# ---- l2_ic_resp ----
### Clock routing, l2_ic_resp

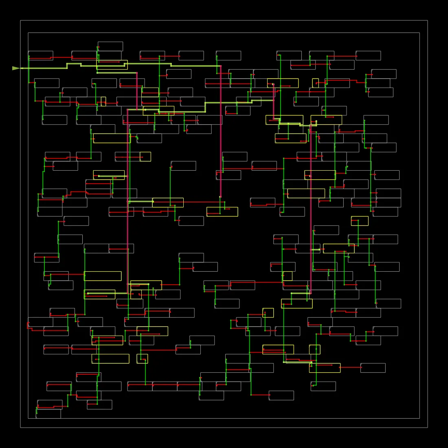

File: src/rtl/l2_ic_resp.sv
// L2-side responder for the L1 icache refill port: fetches a line as BEATS memory beats and holds it until complete_ic.
// Optional one-entry line buffer enabled by defining L2IC_LINEBUF_EN.
`ifndef READ
`define READ 1'b1
`endif
`ifndef WRITE
`define WRITE 1'b0
`endif

module l2_ic_resp #(
  parameter int unsigned LINE_ADDR_W = 28,
  parameter int unsigned WORD_W      = 32,
  parameter int unsigned BEATS       = 4
) (
  input  logic                                   clk,
  input  logic                                   rst,
  input  logic                                   irq,
  input  logic [LINE_ADDR_W-1:0]                 l2_addr_ic,
  input  logic                                   l2_cache_rw_ic,
  input  logic                                   complete_ic,
  output logic                                   l2_busy,
  output logic                                   l2_rdy,
  output logic                                   mem_wr_ic_en,
  output logic [WORD_W*BEATS-1:0]                data_wd_l2,
  output logic                                   mem_req,
  output logic [LINE_ADDR_W+$clog2(BEATS)-1:0]   mem_addr,
  input  logic                                   mem_ack,
  input  logic [WORD_W-1:0]                      mem_rdata
);

  localparam int unsigned CNT_W  = $clog2(BEATS);
  localparam int unsigned LINE_W = WORD_W * BEATS;

  typedef enum logic [1:0] {IDLE, FETCH, FILL} state_t;

  state_t                 state, state_d;
  logic [CNT_W-1:0]       cnt;
  logic [LINE_ADDR_W-1:0] line_q;
  logic [LINE_W-1:0]      data_q;
  logic [LINE_W-1:0]      fetched;
  logic                   capture;
  logic                   last_ack;
  logic                   hit;
  logic [LINE_W-1:0]      hit_data;

  always_ff @(posedge clk) begin
    if (rst) state <= IDLE;
    else     state <= state_d;
  end

  always_comb begin
    state_d      = state;
    capture      = 1'b0;
    last_ack     = 1'b0;
    l2_busy      = (state != IDLE);
    l2_rdy       = 1'b0;
    mem_wr_ic_en = 1'b0;
    mem_req      = 1'b0;
    case (state)
      IDLE: begin
        if (irq && (l2_cache_rw_ic == `READ)) begin
          capture = 1'b1;
          state_d = hit ? FILL : FETCH;
        end
      end
      FETCH: begin
        mem_req = 1'b1;
        if (mem_ack && (cnt == CNT_W'(BEATS - 1))) begin
          last_ack = 1'b1;
          // A withdrawn request still completes its beats but never presents the line.
          state_d  = irq ? FILL : IDLE;
        end
      end
      FILL: begin
        l2_rdy       = 1'b1;
        mem_wr_ic_en = 1'b1;
        if (complete_ic) state_d = IDLE;
      end
      default: state_d = IDLE;
    endcase
  end

  always_comb begin
    fetched = data_q;
    fetched[WORD_W*cnt +: WORD_W] = mem_rdata;
  end

  always_ff @(posedge clk) begin
    if (rst) begin
      cnt    <= '0;
      line_q <= '0;
      data_q <= '0;
    end else begin
      if (capture) begin
        line_q <= l2_addr_ic;
        cnt    <= '0;
        if (hit) data_q <= hit_data;
      end
      if (state == FETCH && mem_ack) begin
        data_q <= fetched;
        cnt    <= last_ack ? '0 : cnt + 1'b1;
      end
    end
  end

  assign mem_addr   = {line_q, cnt};
  assign data_wd_l2 = data_q;

`ifdef L2IC_LINEBUF_EN
  logic                   buf_valid;
  logic [LINE_ADDR_W-1:0] buf_line;
  logic [LINE_W-1:0]      buf_data;

  always_ff @(posedge clk) begin
    if (rst) begin
      buf_valid <= 1'b0;
      buf_line  <= '0;
      buf_data  <= '0;
    end else if (last_ack) begin
      buf_valid <= 1'b1;
      buf_line  <= line_q;
      buf_data  <= fetched;
    end
  end

  assign hit      = buf_valid && (buf_line == l2_addr_ic);
  assign hit_data = buf_data;
`else
  assign hit      = 1'b0;
  assign hit_data = '0;
`endif

endmodule

File: config.mk
export PLATFORM = sky130hd
export DESIGN_NAME = l2_ic_resp
export DESIGN_NICKNAME = d
export VERILOG_FILES = /design/src/rtl/l2_ic_resp.sv
export SDC_FILE = /design/constraint.sdc
export NUM_CORES = 1
export LEC_CHECK = 0
export CAP_MARGIN = 20
export CORE_MARGIN = 2
export CORE_UTILIZATION = 44
export CTS_CLUSTER_SIZE = 30
export DETAILED_ROUTE_END_ITERATION = 6
export GPL_TIMING_DRIVEN = 0
export MAX_ROUTING_LAYER = met4
export PLACE_DENSITY = 0.84
export RECOVER_POWER = 25
export SLEW_MARGIN = 20
export SYNTH_ARGS = -nofsm -noshare
export SYNTH_HDL_FRONTEND = slang
export SYNTH_SLANG_ARGS = --single-unit
File: constraint.sdc
create_clock -name clk -period 2.4 [get_ports clk]
set_clock_uncertainty 0.05 [all_clocks]
set_input_delay 0.24 -clock clk [delete_from_list [all_inputs] [get_ports clk]]
set_output_delay 0.24 -clock clk [all_outputs]
set_load 0.02 [all_outputs]
# ---- mix_columns_seq_flat ----
--- src/rtl/mix_columns_seq_if.sv ---
// Handshake bundle between ShiftRows, the MixColumns stage and AddRoundKey.
//
// Valid/ready rule for both channels: a transfer happens on a rising clock
// edge where valid and ready are both 1. A source holding valid must keep
// its payload stable until that edge. A sink may raise or lower ready freely.
// Input channel:  In_Valid / In_Ready carry Input_State and Bypass.
// Output channel: Out_Valid / Out_Ready carry Output_State.
interface mix_columns_seq_if #(
    parameter int Nb = 128
);
    logic          In_Valid;
    logic          In_Ready;
    logic [Nb-1:0] Input_State;
    logic          Bypass;
    logic          Out_Valid;
    logic          Out_Ready;
    logic [Nb-1:0] Output_State;

    // Environment side: produces input blocks and consumes results.
    modport master (
        output In_Valid,
        output Input_State,
        output Bypass,
        output Out_Ready,
        input  In_Ready,
        input  Out_Valid,
        input  Output_State
    );

    // Block side: the MixColumns stage itself.
    modport slave (
        input  In_Valid,
        input  Input_State,
        input  Bypass,
        input  Out_Ready,
        output In_Ready,
        output Out_Valid,
        output Output_State
    );
endinterface

--- src/rtl/mix_columns_seq.sv ---
// Sequential AES MixColumns stage.
// One 32-bit column of the latched state is mixed per clock, so a block
// takes four compute cycles. The final AES round skips MixColumns, which
// is handled by the Bypass flag: the state is passed through unchanged.
// Byte s(r,c) of a state sits at bits [127-32c-8r -: 8].

// GF(2^8) multiply-by-two (xtime), reduced by the AES polynomial 0x11b.
module mult (
    input  logic [7:0] a,
    output logic [7:0] y
);
    assign y = {a[6:0], 1'b0} ^ (a[7] ? 8'h1b : 8'h00);
endmodule

module mix_columns_seq (
    input  logic                 clk,
    input  logic                 rst,
    mix_columns_seq_if.slave     bus,
    output logic [1:0]           dbg_state
);
    localparam int BYTE = 8;
    localparam int WORD = 32;
    localparam int Nb   = 128;
    localparam int ZERO = 0;

    localparam logic [1:0] COL_FIRST = 2'(ZERO);
    localparam logic [1:0] COL_LAST  = 2'd3;

    typedef enum logic [1:0] {
        IDLE = 2'd0,
        CALC = 2'd1,
        DONE = 2'd2
    } state_t;

    state_t          state_q, state_d;
    logic [1:0]      col_q, col_d;
    logic [Nb-1:0]   src_q, src_d;
    logic [Nb-1:0]   out_q, out_d;
    logic            out_valid_q, out_valid_d;

    logic [WORD-1:0] col_in;
    logic [WORD-1:0] col_out;
    logic [BYTE-1:0] a0, a1, a2, a3;
    logic [BYTE-1:0] m0, m1, m2, m3;
    logic            in_ready;
    logic            accept;
    logic            take_out;

    // In_Ready is combinational from Out_Ready so a finished block can be
    // handed off and the next one accepted on the same edge.
    assign in_ready = !rst && ((state_q == IDLE) ||
                               ((state_q == DONE) && bus.Out_Ready));
    assign accept   = bus.In_Valid && in_ready;
    assign take_out = (state_q == DONE) && bus.Out_Ready;

    assign bus.In_Ready     = in_ready;
    assign bus.Out_Valid    = out_valid_q;
    assign bus.Output_State = out_q;
    assign dbg_state        = state_q;

    // Pick the source column currently being mixed.
    always_comb begin
        col_in = '0;
        case (col_q)
            2'd0:    col_in = src_q[Nb-1        -: WORD];
            2'd1:    col_in = src_q[Nb-1-WORD   -: WORD];
            2'd2:    col_in = src_q[Nb-1-2*WORD -: WORD];
            default: col_in = src_q[Nb-1-3*WORD -: WORD];
        endcase
    end

    // Row 0 of the column is the most significant byte.
    assign {a0, a1, a2, a3} = col_in;

    mult u_mult0 (.a(a0), .y(m0));
    mult u_mult1 (.a(a1), .y(m1));
    mult u_mult2 (.a(a2), .y(m2));
    mult u_mult3 (.a(a3), .y(m3));

    // Circulant matrix {2,3,1,1}; 3a is built as 2a ^ a.
    always_comb begin
        col_out = {
            m0 ^ (m1 ^ a1) ^ a2 ^ a3,
            a0 ^ m1 ^ (m2 ^ a2) ^ a3,
            a0 ^ a1 ^ m2 ^ (m3 ^ a3),
            (m0 ^ a0) ^ a1 ^ a2 ^ m3
        };
    end

    // Next-state logic: accept, column sequencing and result hand-off.
    always_comb begin
        state_d     = state_q;
        col_d       = col_q;
        src_d       = src_q;
        out_d       = out_q;
        out_valid_d = out_valid_q;

        case (state_q)
            IDLE, DONE: begin
                if (accept) begin
                    src_d = bus.Input_State;
                    col_d = COL_FIRST;
                    if (bus.Bypass) begin
                        // Last round: the latched state is the result.
                        out_d       = bus.Input_State;
                        out_valid_d = 1'b1;
                        state_d     = DONE;
                    end else begin
                        out_valid_d = 1'b0;
                        state_d     = CALC;
                    end
                end else if (take_out) begin
                    out_valid_d = 1'b0;
                    state_d     = IDLE;
                end
            end

            CALC: begin
                case (col_q)
                    2'd0:    out_d[Nb-1        -: WORD] = col_out;
                    2'd1:    out_d[Nb-1-WORD   -: WORD] = col_out;
                    2'd2:    out_d[Nb-1-2*WORD -: WORD] = col_out;
                    default: out_d[Nb-1-3*WORD -: WORD] = col_out;
                endcase
                col_d = col_q + 2'd1;
                if (col_q == COL_LAST) begin
                    out_valid_d = 1'b1;
                    state_d     = DONE;
                end
            end

            default: begin
                state_d     = IDLE;
                out_valid_d = 1'b0;
            end
        endcase
    end

    // State registers; reset aborts any block in flight.
    always_ff @(posedge clk) begin
        if (rst) begin
            state_q     <= IDLE;
            col_q       <= '0;
            src_q       <= '0;
            out_q       <= '0;
            out_valid_q <= 1'b0;
        end else begin
            state_q     <= state_d;
            col_q       <= col_d;
            src_q       <= src_d;
            out_q       <= out_d;
            out_valid_q <= out_valid_d;
        end
    end
endmodule

--- src/flat_wrapper.sv ---
// flat-port wrapper written by rule: the top's interface ports become plain ports
module mix_columns_seq_flat 
  (clk, rst, dbg_state, bus_In_Valid, bus_Input_State, bus_Bypass, bus_Out_Ready, bus_In_Ready, bus_Out_Valid, bus_Output_State);
  mix_columns_seq_if bus_i ();
  input  logic clk;
  input  logic rst;
  output logic [1:0] dbg_state;
  input wire logic [$bits(bus_i.In_Valid)-1:0] bus_In_Valid;
  input wire logic [$bits(bus_i.Input_State)-1:0] bus_Input_State;
  input wire logic [$bits(bus_i.Bypass)-1:0] bus_Bypass;
  input wire logic [$bits(bus_i.Out_Ready)-1:0] bus_Out_Ready;
  output wire logic [$bits(bus_i.In_Ready)-1:0] bus_In_Ready;
  output wire logic [$bits(bus_i.Out_Valid)-1:0] bus_Out_Valid;
  output wire logic [$bits(bus_i.Output_State)-1:0] bus_Output_State;
  assign bus_i.In_Valid = bus_In_Valid;
  assign bus_i.Input_State = bus_Input_State;
  assign bus_i.Bypass = bus_Bypass;
  assign bus_i.Out_Ready = bus_Out_Ready;
  assign bus_In_Ready = bus_i.In_Ready;
  assign bus_Out_Valid = bus_i.Out_Valid;
  assign bus_Output_State = bus_i.Output_State;
  mix_columns_seq u_core (.clk(clk), .rst(rst), .bus(bus_i), .dbg_state(dbg_state));
endmodule
--- config.mk ---
export PLATFORM = sky130hd
export DESIGN_NAME = mix_columns_seq_flat
export DESIGN_NICKNAME = d
export VERILOG_FILES = /design/src/rtl/mix_columns_seq_if.sv /design/src/rtl/mix_columns_seq.sv /design/src/flat_wrapper.sv
export SDC_FILE = /design/constraint.sdc
export NUM_CORES = 1
export LEC_CHECK = 0
export ABC_AREA = 1
export CAP_MARGIN = 25
export CORE_ASPECT_RATIO = 0.9
export CORE_MARGIN = 3
export CORE_UTILIZATION = 50
export DETAILED_ROUTE_END_ITERATION = 8
export HOLD_SLACK_MARGIN = 0.12
export PLACE_DENSITY_LB_ADDON = 0.25
export RECOVER_POWER = 50
export SYNTH_ARGS = -nofsm -noshare
export SYNTH_HDL_FRONTEND = slang
export SYNTH_SLANG_ARGS = --single-unit
export TNS_END_PERCENT = 50
--- constraint.sdc ---
create_clock -name clk -period 5.55 [get_ports clk]
set_input_delay 1.11 -clock clk [delete_from_list [all_inputs] [get_ports clk]]
set_output_delay 1.11 -clock clk [all_outputs]
set_load 0.01 [all_outputs]
# ---- fire_scheduler ----
$ cat config.mk
export PLATFORM = sky130hd
export DESIGN_NAME = fire_scheduler
export DESIGN_NICKNAME = d
export VERILOG_FILES = /design/src/rtl/sync_sched_pkg.sv /design/src/rtl/fire_scheduler_pick.sv /design/src/rtl/fire_scheduler.sv
export SDC_FILE = /design/constraint.sdc
export NUM_CORES = 1
export LEC_CHECK = 0
export ABC_AREA = 1
export CELL_PAD_IN_SITES_DETAIL_PLACEMENT = 0
export CELL_PAD_IN_SITES_GLOBAL_PLACEMENT = 1
export CORE_ASPECT_RATIO = 2
export CORE_MARGIN = 8
export CORE_UTILIZATION = 40
export CTS_BUF_LIST = sky130_fd_sc_hd__clkbuf_8
export CTS_CLUSTER_SIZE = 30
export DETAILED_ROUTE_END_ITERATION = 10
export PLACE_DENSITY_LB_ADDON = 0.1
export SLEW_MARGIN = 20
export SYNTH_ARGS = -nofsm -noshare
export SYNTH_HDL_FRONTEND = slang
export SYNTH_SLANG_ARGS = --single-unit
$ cat constraint.sdc
create_clock -name CK -period 3.5 [get_ports CK]
set_input_delay 0.35 -clock CK [delete_from_list [all_inputs] [get_ports CK]]
set_output_delay 0.35 -clock CK [all_outputs]
set_load 0.02 [all_outputs]
$ cat src/rtl/sync_sched_pkg.sv
// Shared constants and width helpers for the gate fire scheduler.
// LFSR_TAPS/DEFAULT_SEED are only consumed when FIRE_RANDOM_EN is defined.
package sync_sched_pkg;

    // Fibonacci taps for x^16+x^14+x^13+x^11+1 (bits 15,13,12,10)
    localparam logic [15:0] LFSR_TAPS    = 16'hB400;
    localparam logic [15:0] DEFAULT_SEED = 16'hACE1;

    function automatic int idx_w(input int n);
        return (n > 1) ? $clog2(n) : 1;
    endfunction

    function automatic int cnt_w(input int n);
        return (n > 0) ? $clog2(n + 1) : 1;
    endfunction

endpackage

$ cat src/rtl/fire_scheduler_pick.sv
// Wrap-around priority pick: first set bit of exc searching start, start+1, ... mod N.
module fire_pick
    import sync_sched_pkg::*;
#(
    parameter int N  = 8,
    parameter int IW = idx_w(N)
) (
    input  logic [N-1:0]  exc,
    input  logic [IW-1:0] start,
    output logic          valid,
    output logic [IW-1:0] idx
);

    int j;

    always_comb begin
        valid = 1'b0;
        idx   = '0;
        j     = 0;
        for (int i = 0; i < N; i++) begin
            j = int'(start) + i;
            if (j >= N) j = j - N;
            if (!valid && exc[j]) begin
                valid = 1'b1;
                idx   = IW'(j);
            end
        end
    end

endmodule

$ cat src/rtl/fire_scheduler.sv
// Fires at most one excited gate per CK cycle (round-robin, or LFSR start when
// FIRE_RANDOM_EN is defined) and tracks fire count, semi-modularity hazards and quiescence.
module fire_scheduler
    import sync_sched_pkg::*;
#(
    parameter int          N           = 8,
    parameter int          STALL_LIMIT = 16,
    parameter int          CNT_W       = 16,
    parameter logic [15:0] SEED        = DEFAULT_SEED
) (
    input  logic                 CK,
    input  logic                 RS,
    input  logic [N-1:0]         PRECAP,
    input  logic [N-1:0]         Q,
    input  logic                 HOLD,
    output logic [N-1:0]         ENA,
    output logic                 FIRED_VALID,
    output logic [idx_w(N)-1:0]  FIRED_IDX,
    output logic [CNT_W-1:0]     FIRE_CNT,
    output logic                 HAZARD,
    output logic [idx_w(N)-1:0]  HAZARD_IDX,
    output logic                 QUIESCENT
);

    localparam int IW = idx_w(N);
    localparam int SW = cnt_w(STALL_LIMIT);

    logic [N-1:0]  exc, exc_q, ena_q, dis, ena;
    logic [IW-1:0] ptr, start, pick_idx, dis_idx;
    logic          pick_valid, fire;
    logic [SW-1:0] stall, stall_nxt;

    assign exc = PRECAP ^ Q;

`ifdef FIRE_RANDOM_EN
    logic [15:0] lfsr;
    logic        lfsr_fb;

    assign lfsr_fb = ^(lfsr & LFSR_TAPS);
    assign start   = IW'(lfsr % 16'(N));

    always_ff @(posedge CK) begin
        if (RS) lfsr <= SEED;
        else    lfsr <= {lfsr[14:0], lfsr_fb};
    end
`else
    assign start = ptr;
`endif

    fire_pick #(.N(N), .IW(IW)) u_pick (
        .exc   (exc),
        .start (start),
        .valid (pick_valid),
        .idx   (pick_idx)
    );

    assign fire = pick_valid && !HOLD && !RS;

    always_comb begin
        ena = '0;
        if (fire) ena[pick_idx] = 1'b1;
    end

    assign ENA         = ena;
    assign FIRED_VALID = fire;
    assign FIRED_IDX   = fire ? pick_idx : '0;

    // Gate that was excited, not fired, and is no longer excited: lost excitation
    assign dis = exc_q & ~ena_q & ~exc;

    always_comb begin
        dis_idx = '0;
        for (int i = N - 1; i >= 0; i--)
            if (dis[i]) dis_idx = IW'(i);
    end

    always_comb begin
        if (exc != '0)                      stall_nxt = '0;
        else if (stall >= SW'(STALL_LIMIT)) stall_nxt = SW'(STALL_LIMIT);
        else                                stall_nxt = stall + SW'(1);
    end

    always_ff @(posedge CK) begin
        if (RS) begin
            ptr        <= '0;
            FIRE_CNT   <= '0;
            HAZARD     <= 1'b0;
            HAZARD_IDX <= '0;
            exc_q      <= '0;
            ena_q      <= '0;
            stall      <= '0;
            QUIESCENT  <= 1'b0;
        end else begin
            exc_q     <= exc;
            ena_q     <= ena;
            stall     <= stall_nxt;
            QUIESCENT <= (stall_nxt >= SW'(STALL_LIMIT));
            if (fire) begin
                ptr <= (pick_idx == IW'(N - 1)) ? '0 : pick_idx + IW'(1);
                if (FIRE_CNT != {CNT_W{1'b1}}) FIRE_CNT <= FIRE_CNT + CNT_W'(1);
            end
            if (dis != '0 && !HAZARD) begin
                HAZARD     <= 1'b1;
                HAZARD_IDX <= dis_idx;
            end
        end
    end

endmodule

### Where the registers sit, fire_scheduler

(4 px per µm) Other sequential cells in the stronger grey, the rest of the logic in the fainter grey.
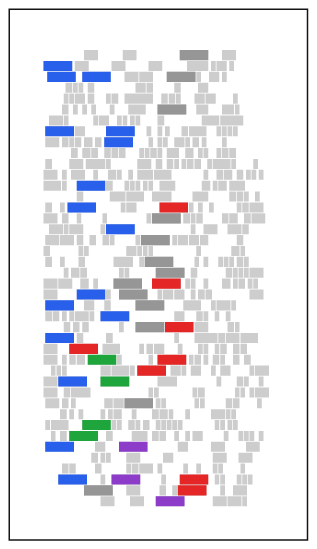
Key: red = exc_q [flops 8]; purple = HAZARD_IDX [flops 3]; green = stall [flops 4]; blue = FIRE_CNT [flops 16]

==> flow_summary.toml, fire_scheduler <==
# generated from flow reports
[detailed_routing]
antenna_left = 0
wl_met3_um = 255
wl_um = 8370
vias = 2860

[critical_path]
worstSetupPathType = "flop to primary output"
cpMostUsedCell = "nand2_1"
r2r_cells = 14
slowest_delay_ns = 0.63

[yosys]
ys_seq_share_pct = 32.5
ys_area_um2 = 2710

[floorplanning]
ios = 52

[cells_and_area]
post-route-util_pct = 52.6
bufAreaShareNonClock_pct = 17.1

[sta]
skew_ns = 0.00929
setup-tns-final_ns = 0

[power]
p_leak_nw = 1.59

[job]
drv_cap = 0

[global_routing]
antenna_found_initial = 0

[status]
status = "finished clean"
fire_scheduler: power breakdown:
| part | leakage (nW) | internal [mW] | switching (mW) |
|---|---|---|---|
| logic | 1.20 | 0.387 | 0.779 |
| clock network | 0.0400 | 0.135 | 0.176 |
| registers | 0.358 | 0.545 | 0.0219 |
fire_scheduler: state kept, by name, summed over array words and instances (netlist names):
name	cells
ptr	3
stall	4
ena_q	8
QUIESCENT	1
HAZARD_IDX	3
FIRE_CNT	16
exc_q	8
HAZARD	1
fire_scheduler: cells in the mapped netlist:
cell type,instances
nand2_1,94
inv_1,52
nor2_1,50
dfxtp_1,44
nand3_1,38
a21oi_1,17
o21ai_0,16
nor3_1,14
inv_2,10
nand3b_1,9
nand2_2,7
ha_1,6
nand3_2,6
nand4_1,5
nand4_2,4
nor3_2,4
o21ai_1,4
clkbuf_1,3
nand2_4,3
buf_6,2
nor2_4,2
nor3b_1,2
nor4_1,2
a211oi_1,1
a31oi_1,1
and2_1,1
buf_4,1
clkinv_2,1
nor2_8,1
o221a_2,1
o221ai_1,1
o31ai_1,1
xnor2_2,1
xor2_1,1
xor2_2,1
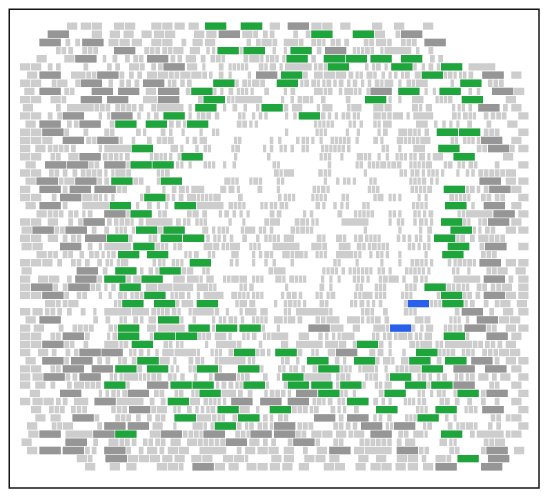
*Where the registers sit, mix_columns_seq_flat*
(3 px per µm) Other sequential cells in the stronger grey, the rest of the logic in the fainter grey.
Key: green = u_core.src_q [flops 128, where all over the die]; blue = u_core.dbg_state [flops 2]
final core utilization: 64.9%
P_seq: 2.13 mW
Seq area share: 31.6%
Storage cell area: 5200 µm²

### Placement density heat map, mix_columns_seq_flat

(2 px per µm) 18 x 16 tiles, from white (low) to dark blue (high), 0 to 100% covered.
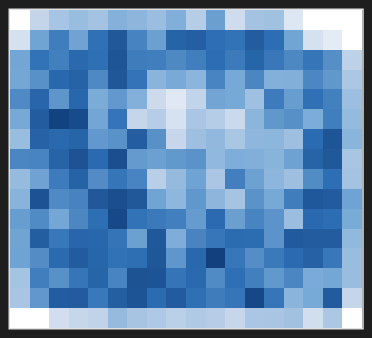
The mean over all tiles is 57%. 24% of the tiles are over 75% full. The fullest tile reaches 93%.

==> flow_summary.toml, mix_columns_seq_flat <==
# generated from flow reports
[sta]
drv_slew = 198
whs_ns = 0.458
setup-tns-final_ns = 0
skew_ns = 0.0110
period_needed_ns = 4.36
finalWorstSetupSlack_ns = 1.19
max-slew-margin-rel_pct = -43.0
worst_pin_slew_ns = 2.14

[detailed_routing]
highest_layer = "met4"
wl_met2_um = 20400
antenna_left = 0
drtPass1Iterations = 6
wl_um = 49700

[yosys]
async_flop_share_pct = 0
fp_nets = 2075
ys_cells = 1937
ys_sh_adder_pct = 0.481
yosysWarnings = 0
aoi_share_pct = 19.4

[status]
status = "finished, violations left"
violations = "max-capacitance violations, max-slew violations"

[clock_network]
clockBufferDepth = 3
cts_buffers = 26
hold_buffers = 0

[floorplanning]
die-width_um = 176
core_um2 = 25400

[cells_and_area]
n_fill_cell = 2255
antenna_cells = 0
area_growth_pct = 26.6

[global_routing]
use_met3_pct = 10.2

[power]
internal-power_mw = 3.53
pwr-share-comb_pct = 24.3

[job]
drv_cap = 3

[critical_path]
startpoint_type = "input port"
[mix_columns_seq_flat: critical path, stage by stage]
cell           delay (ns)
dlygate4sd3_1        0.74
nor2_1               0.08
o21a_2               0.15
nand2_1              0.13
clkinvlp_2           1.63
buf_4                0.77
nand2_1              0.11
nand2_1              0.06
[mix_columns_seq_flat: path summary, 6_finish.rpt]
path                                                        from                       endpoint  slack, ns  depth (start not counted)
worst max register to register  u_core.dbg_state[1]$_SDFFE_PP0P_  u_core.src_q[79]$_SDFFE_PP0P_       1.97                          7
worst min register to register     u_core.src_q[37]$_SDFFE_PP0P_  u_core.src_q[37]$_SDFFE_PP0P_       0.46                          2
worst max-delay path                                         rst  u_core.src_q[79]$_SDFFE_PP0P_       1.19                          8
worst min-delay path               u_core.src_q[37]$_SDFFE_PP0P_  u_core.src_q[37]$_SDFFE_PP0P_       0.46                          2
[mix_columns_seq_flat: area by class of cell]
class                      instances  area [µm²]  share of cell area [%]
clock buffer                      40         793                    4.82
clock inverter                     6        66.3                   0.403
inverter                          52         211                    1.28
multi-input combinational       1508        6970                    42.3
sequential                       260        5200                    31.6
tap                              342         428                    2.60
timing repair buffer             282        2790                    17.0
### Routed metal, one colour a layer, l2_ic_resp

(4 px per µm)
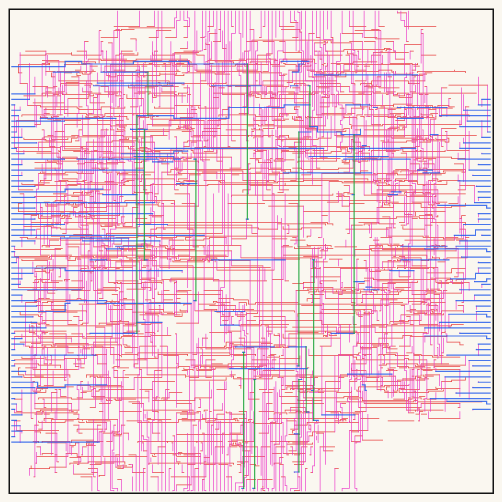
Key: magenta = met2 [wire length 9240 µm]; blue = met3 [wire length 1650 µm]; green = met4 [wire length 431 µm]; red = met1 [wire length 8140 µm]
via count: 6171
GR Util All Layers: 27.2%

### Where the registers sit, l2_ic_resp

(4 px per µm) Other sequential cells in the stronger grey, the rest of the logic in the fainter grey.
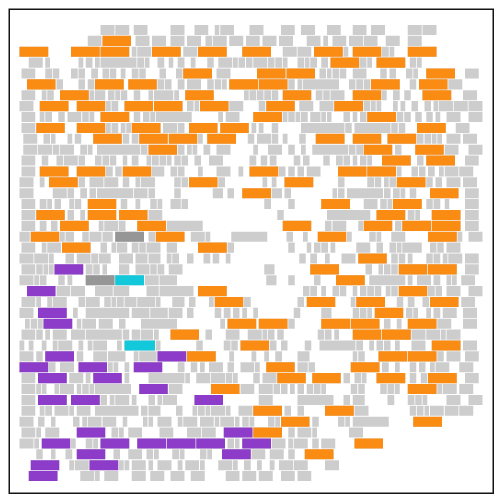
Key: purple = line_q [flops 28, where south-west]; orange = data_wd_l2 [flops 128, where all over the die]; cyan = cnt [flops 2]
Another 2 sequential cells are not coloured.

About 'Clock routing' of l2_ic_resp:
clk_buf instances: 20
clk pwr: 3.01 mW
cts bufs inserted: 17
clock latency (worst-skew pair): 0.43 ns
clock tree sinks: 160

==> flow_summary.toml, l2_ic_resp <==
# generated from flow reports
[critical_path]
critPathRequiredTime_ns = 2.11
critPathCaptureType = "primary output"
crit_chain = "clkbuf_2, nor2b_2, buf_4, clkdlybuf4s50_1"
startpoint_type = "flop"

[detailed_routing]
wl_met2_um = 9240
drtPass1Iterations = 6
wl_met3_um = 1650

[cells_and_area]
largest_class = "registers"
lay_top_count = "nand2_1"
logic_gate_count = 502
nets = 1050

[yosys]
ys_sh_mux_pct = 0
ys_sh_xor_pct = 0
ys_seq_elements = 160
flop_cell = "dfxtp_1"

[sta]
max_freq_mhz = 440
setup-tns-final_ns = 0
finalWorstSetupSlack_ns = 0.125
drv_slew = 0
worst_pin_slew_ns = 0.595
max-slew-margin-rel_pct = 60.4

[global_routing]
use_met3_pct = 7.17
grt_max_degree = 17

[job]
drv_cap = 0

[power]
seq_cell_power_mw = 2.72
finalPower_mw = 6.23
switching_share_pct = 22.6
p_clk_share_pct = 48.4

[hold_path]
hold_path_class = "input port to flop"

[clock_network]
post-cts-setup-buffers = 0

[floorplanning]
core_um2 = 13200
die_height_um = 121
fp_util_pct = 45.2

[place]
port_buffers = 225

[status]
status = "finished clean"
==> l2_ic_resp: path summary, 6_finish.rpt <==
kind / startpoint / to / slack, ns / depth (start not counted)
max: state[1]$_SDFFE_PP0P_ / mem_wr_ic_en / 0.13 / 4
min: mem_ack / state[0]$_SDFFE_PP0P_ / 0.20 / 4
max reg2reg: cnt[0]$_SDFFE_PP0P_ / data_wd_l2[3]$_SDFFE_PP0P_ / 0.34 / 7
min reg2reg: data_wd_l2[0]$_SDFFE_PP0P_ / data_wd_l2[0]$_SDFFE_PP0P_ / 0.40 / 2
==> l2_ic_resp: synth_stat cells (2+ instances only) <==
cell / n / area share (%)
inv_1: 3 / 0.19
dfxtp_1: 160 / 54
buf_2: 31 / 2.6
nand3_1: 130 / 11
nand4b_1: 4 / 0.59
nor2b_1: 2 / 0.21
clkbuf_2: 2 / 0.17
buf_4: 13 / 1.6
ha_1: 5 / 1.0
nand2_1: 185 / 12
and4b_1: 4 / 0.67
clkbuf_1: 24 / 1.5
a21oi_1: 159 / 13
==> l2_ic_resp: state kept, by name, summed over array words and instances (netlist names) <==
| name | flops |
|---|---|
| state | 2 |
| cnt | 2 |
| data_wd_l2 | 128 |
| line_q | 28 |


## Gallery

The metal 4 layer.
picture 1
(3 px per µm) Supply wires on this layer in grey.
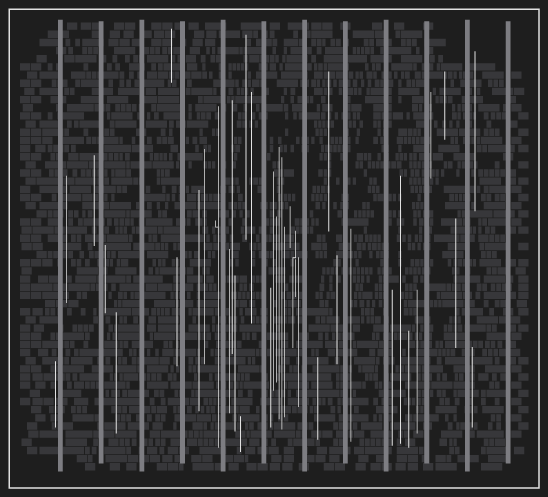
picture 2
(6 px per µm) Supply wires on this layer in grey.
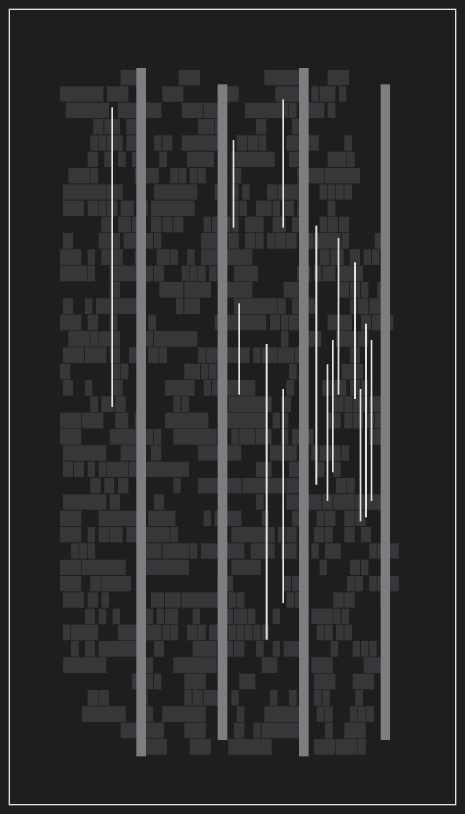
picture 3
(4 px per µm) Supply wires on this layer in grey.
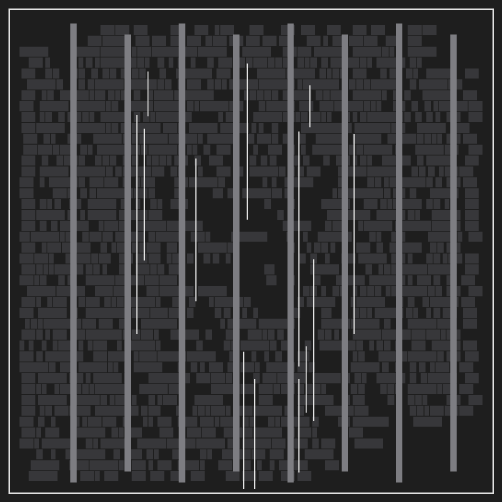
picture 2: fire_scheduler
picture 3: l2_ic_resp
picture 1: mix_columns_seq_flat
- smallest die: picture 2

Key to picture 1:
The layer carries 1940 µm of wire. The wires run mostly vertical. 32 nets have wire on it.

Power and IR drop assume default switching activity.
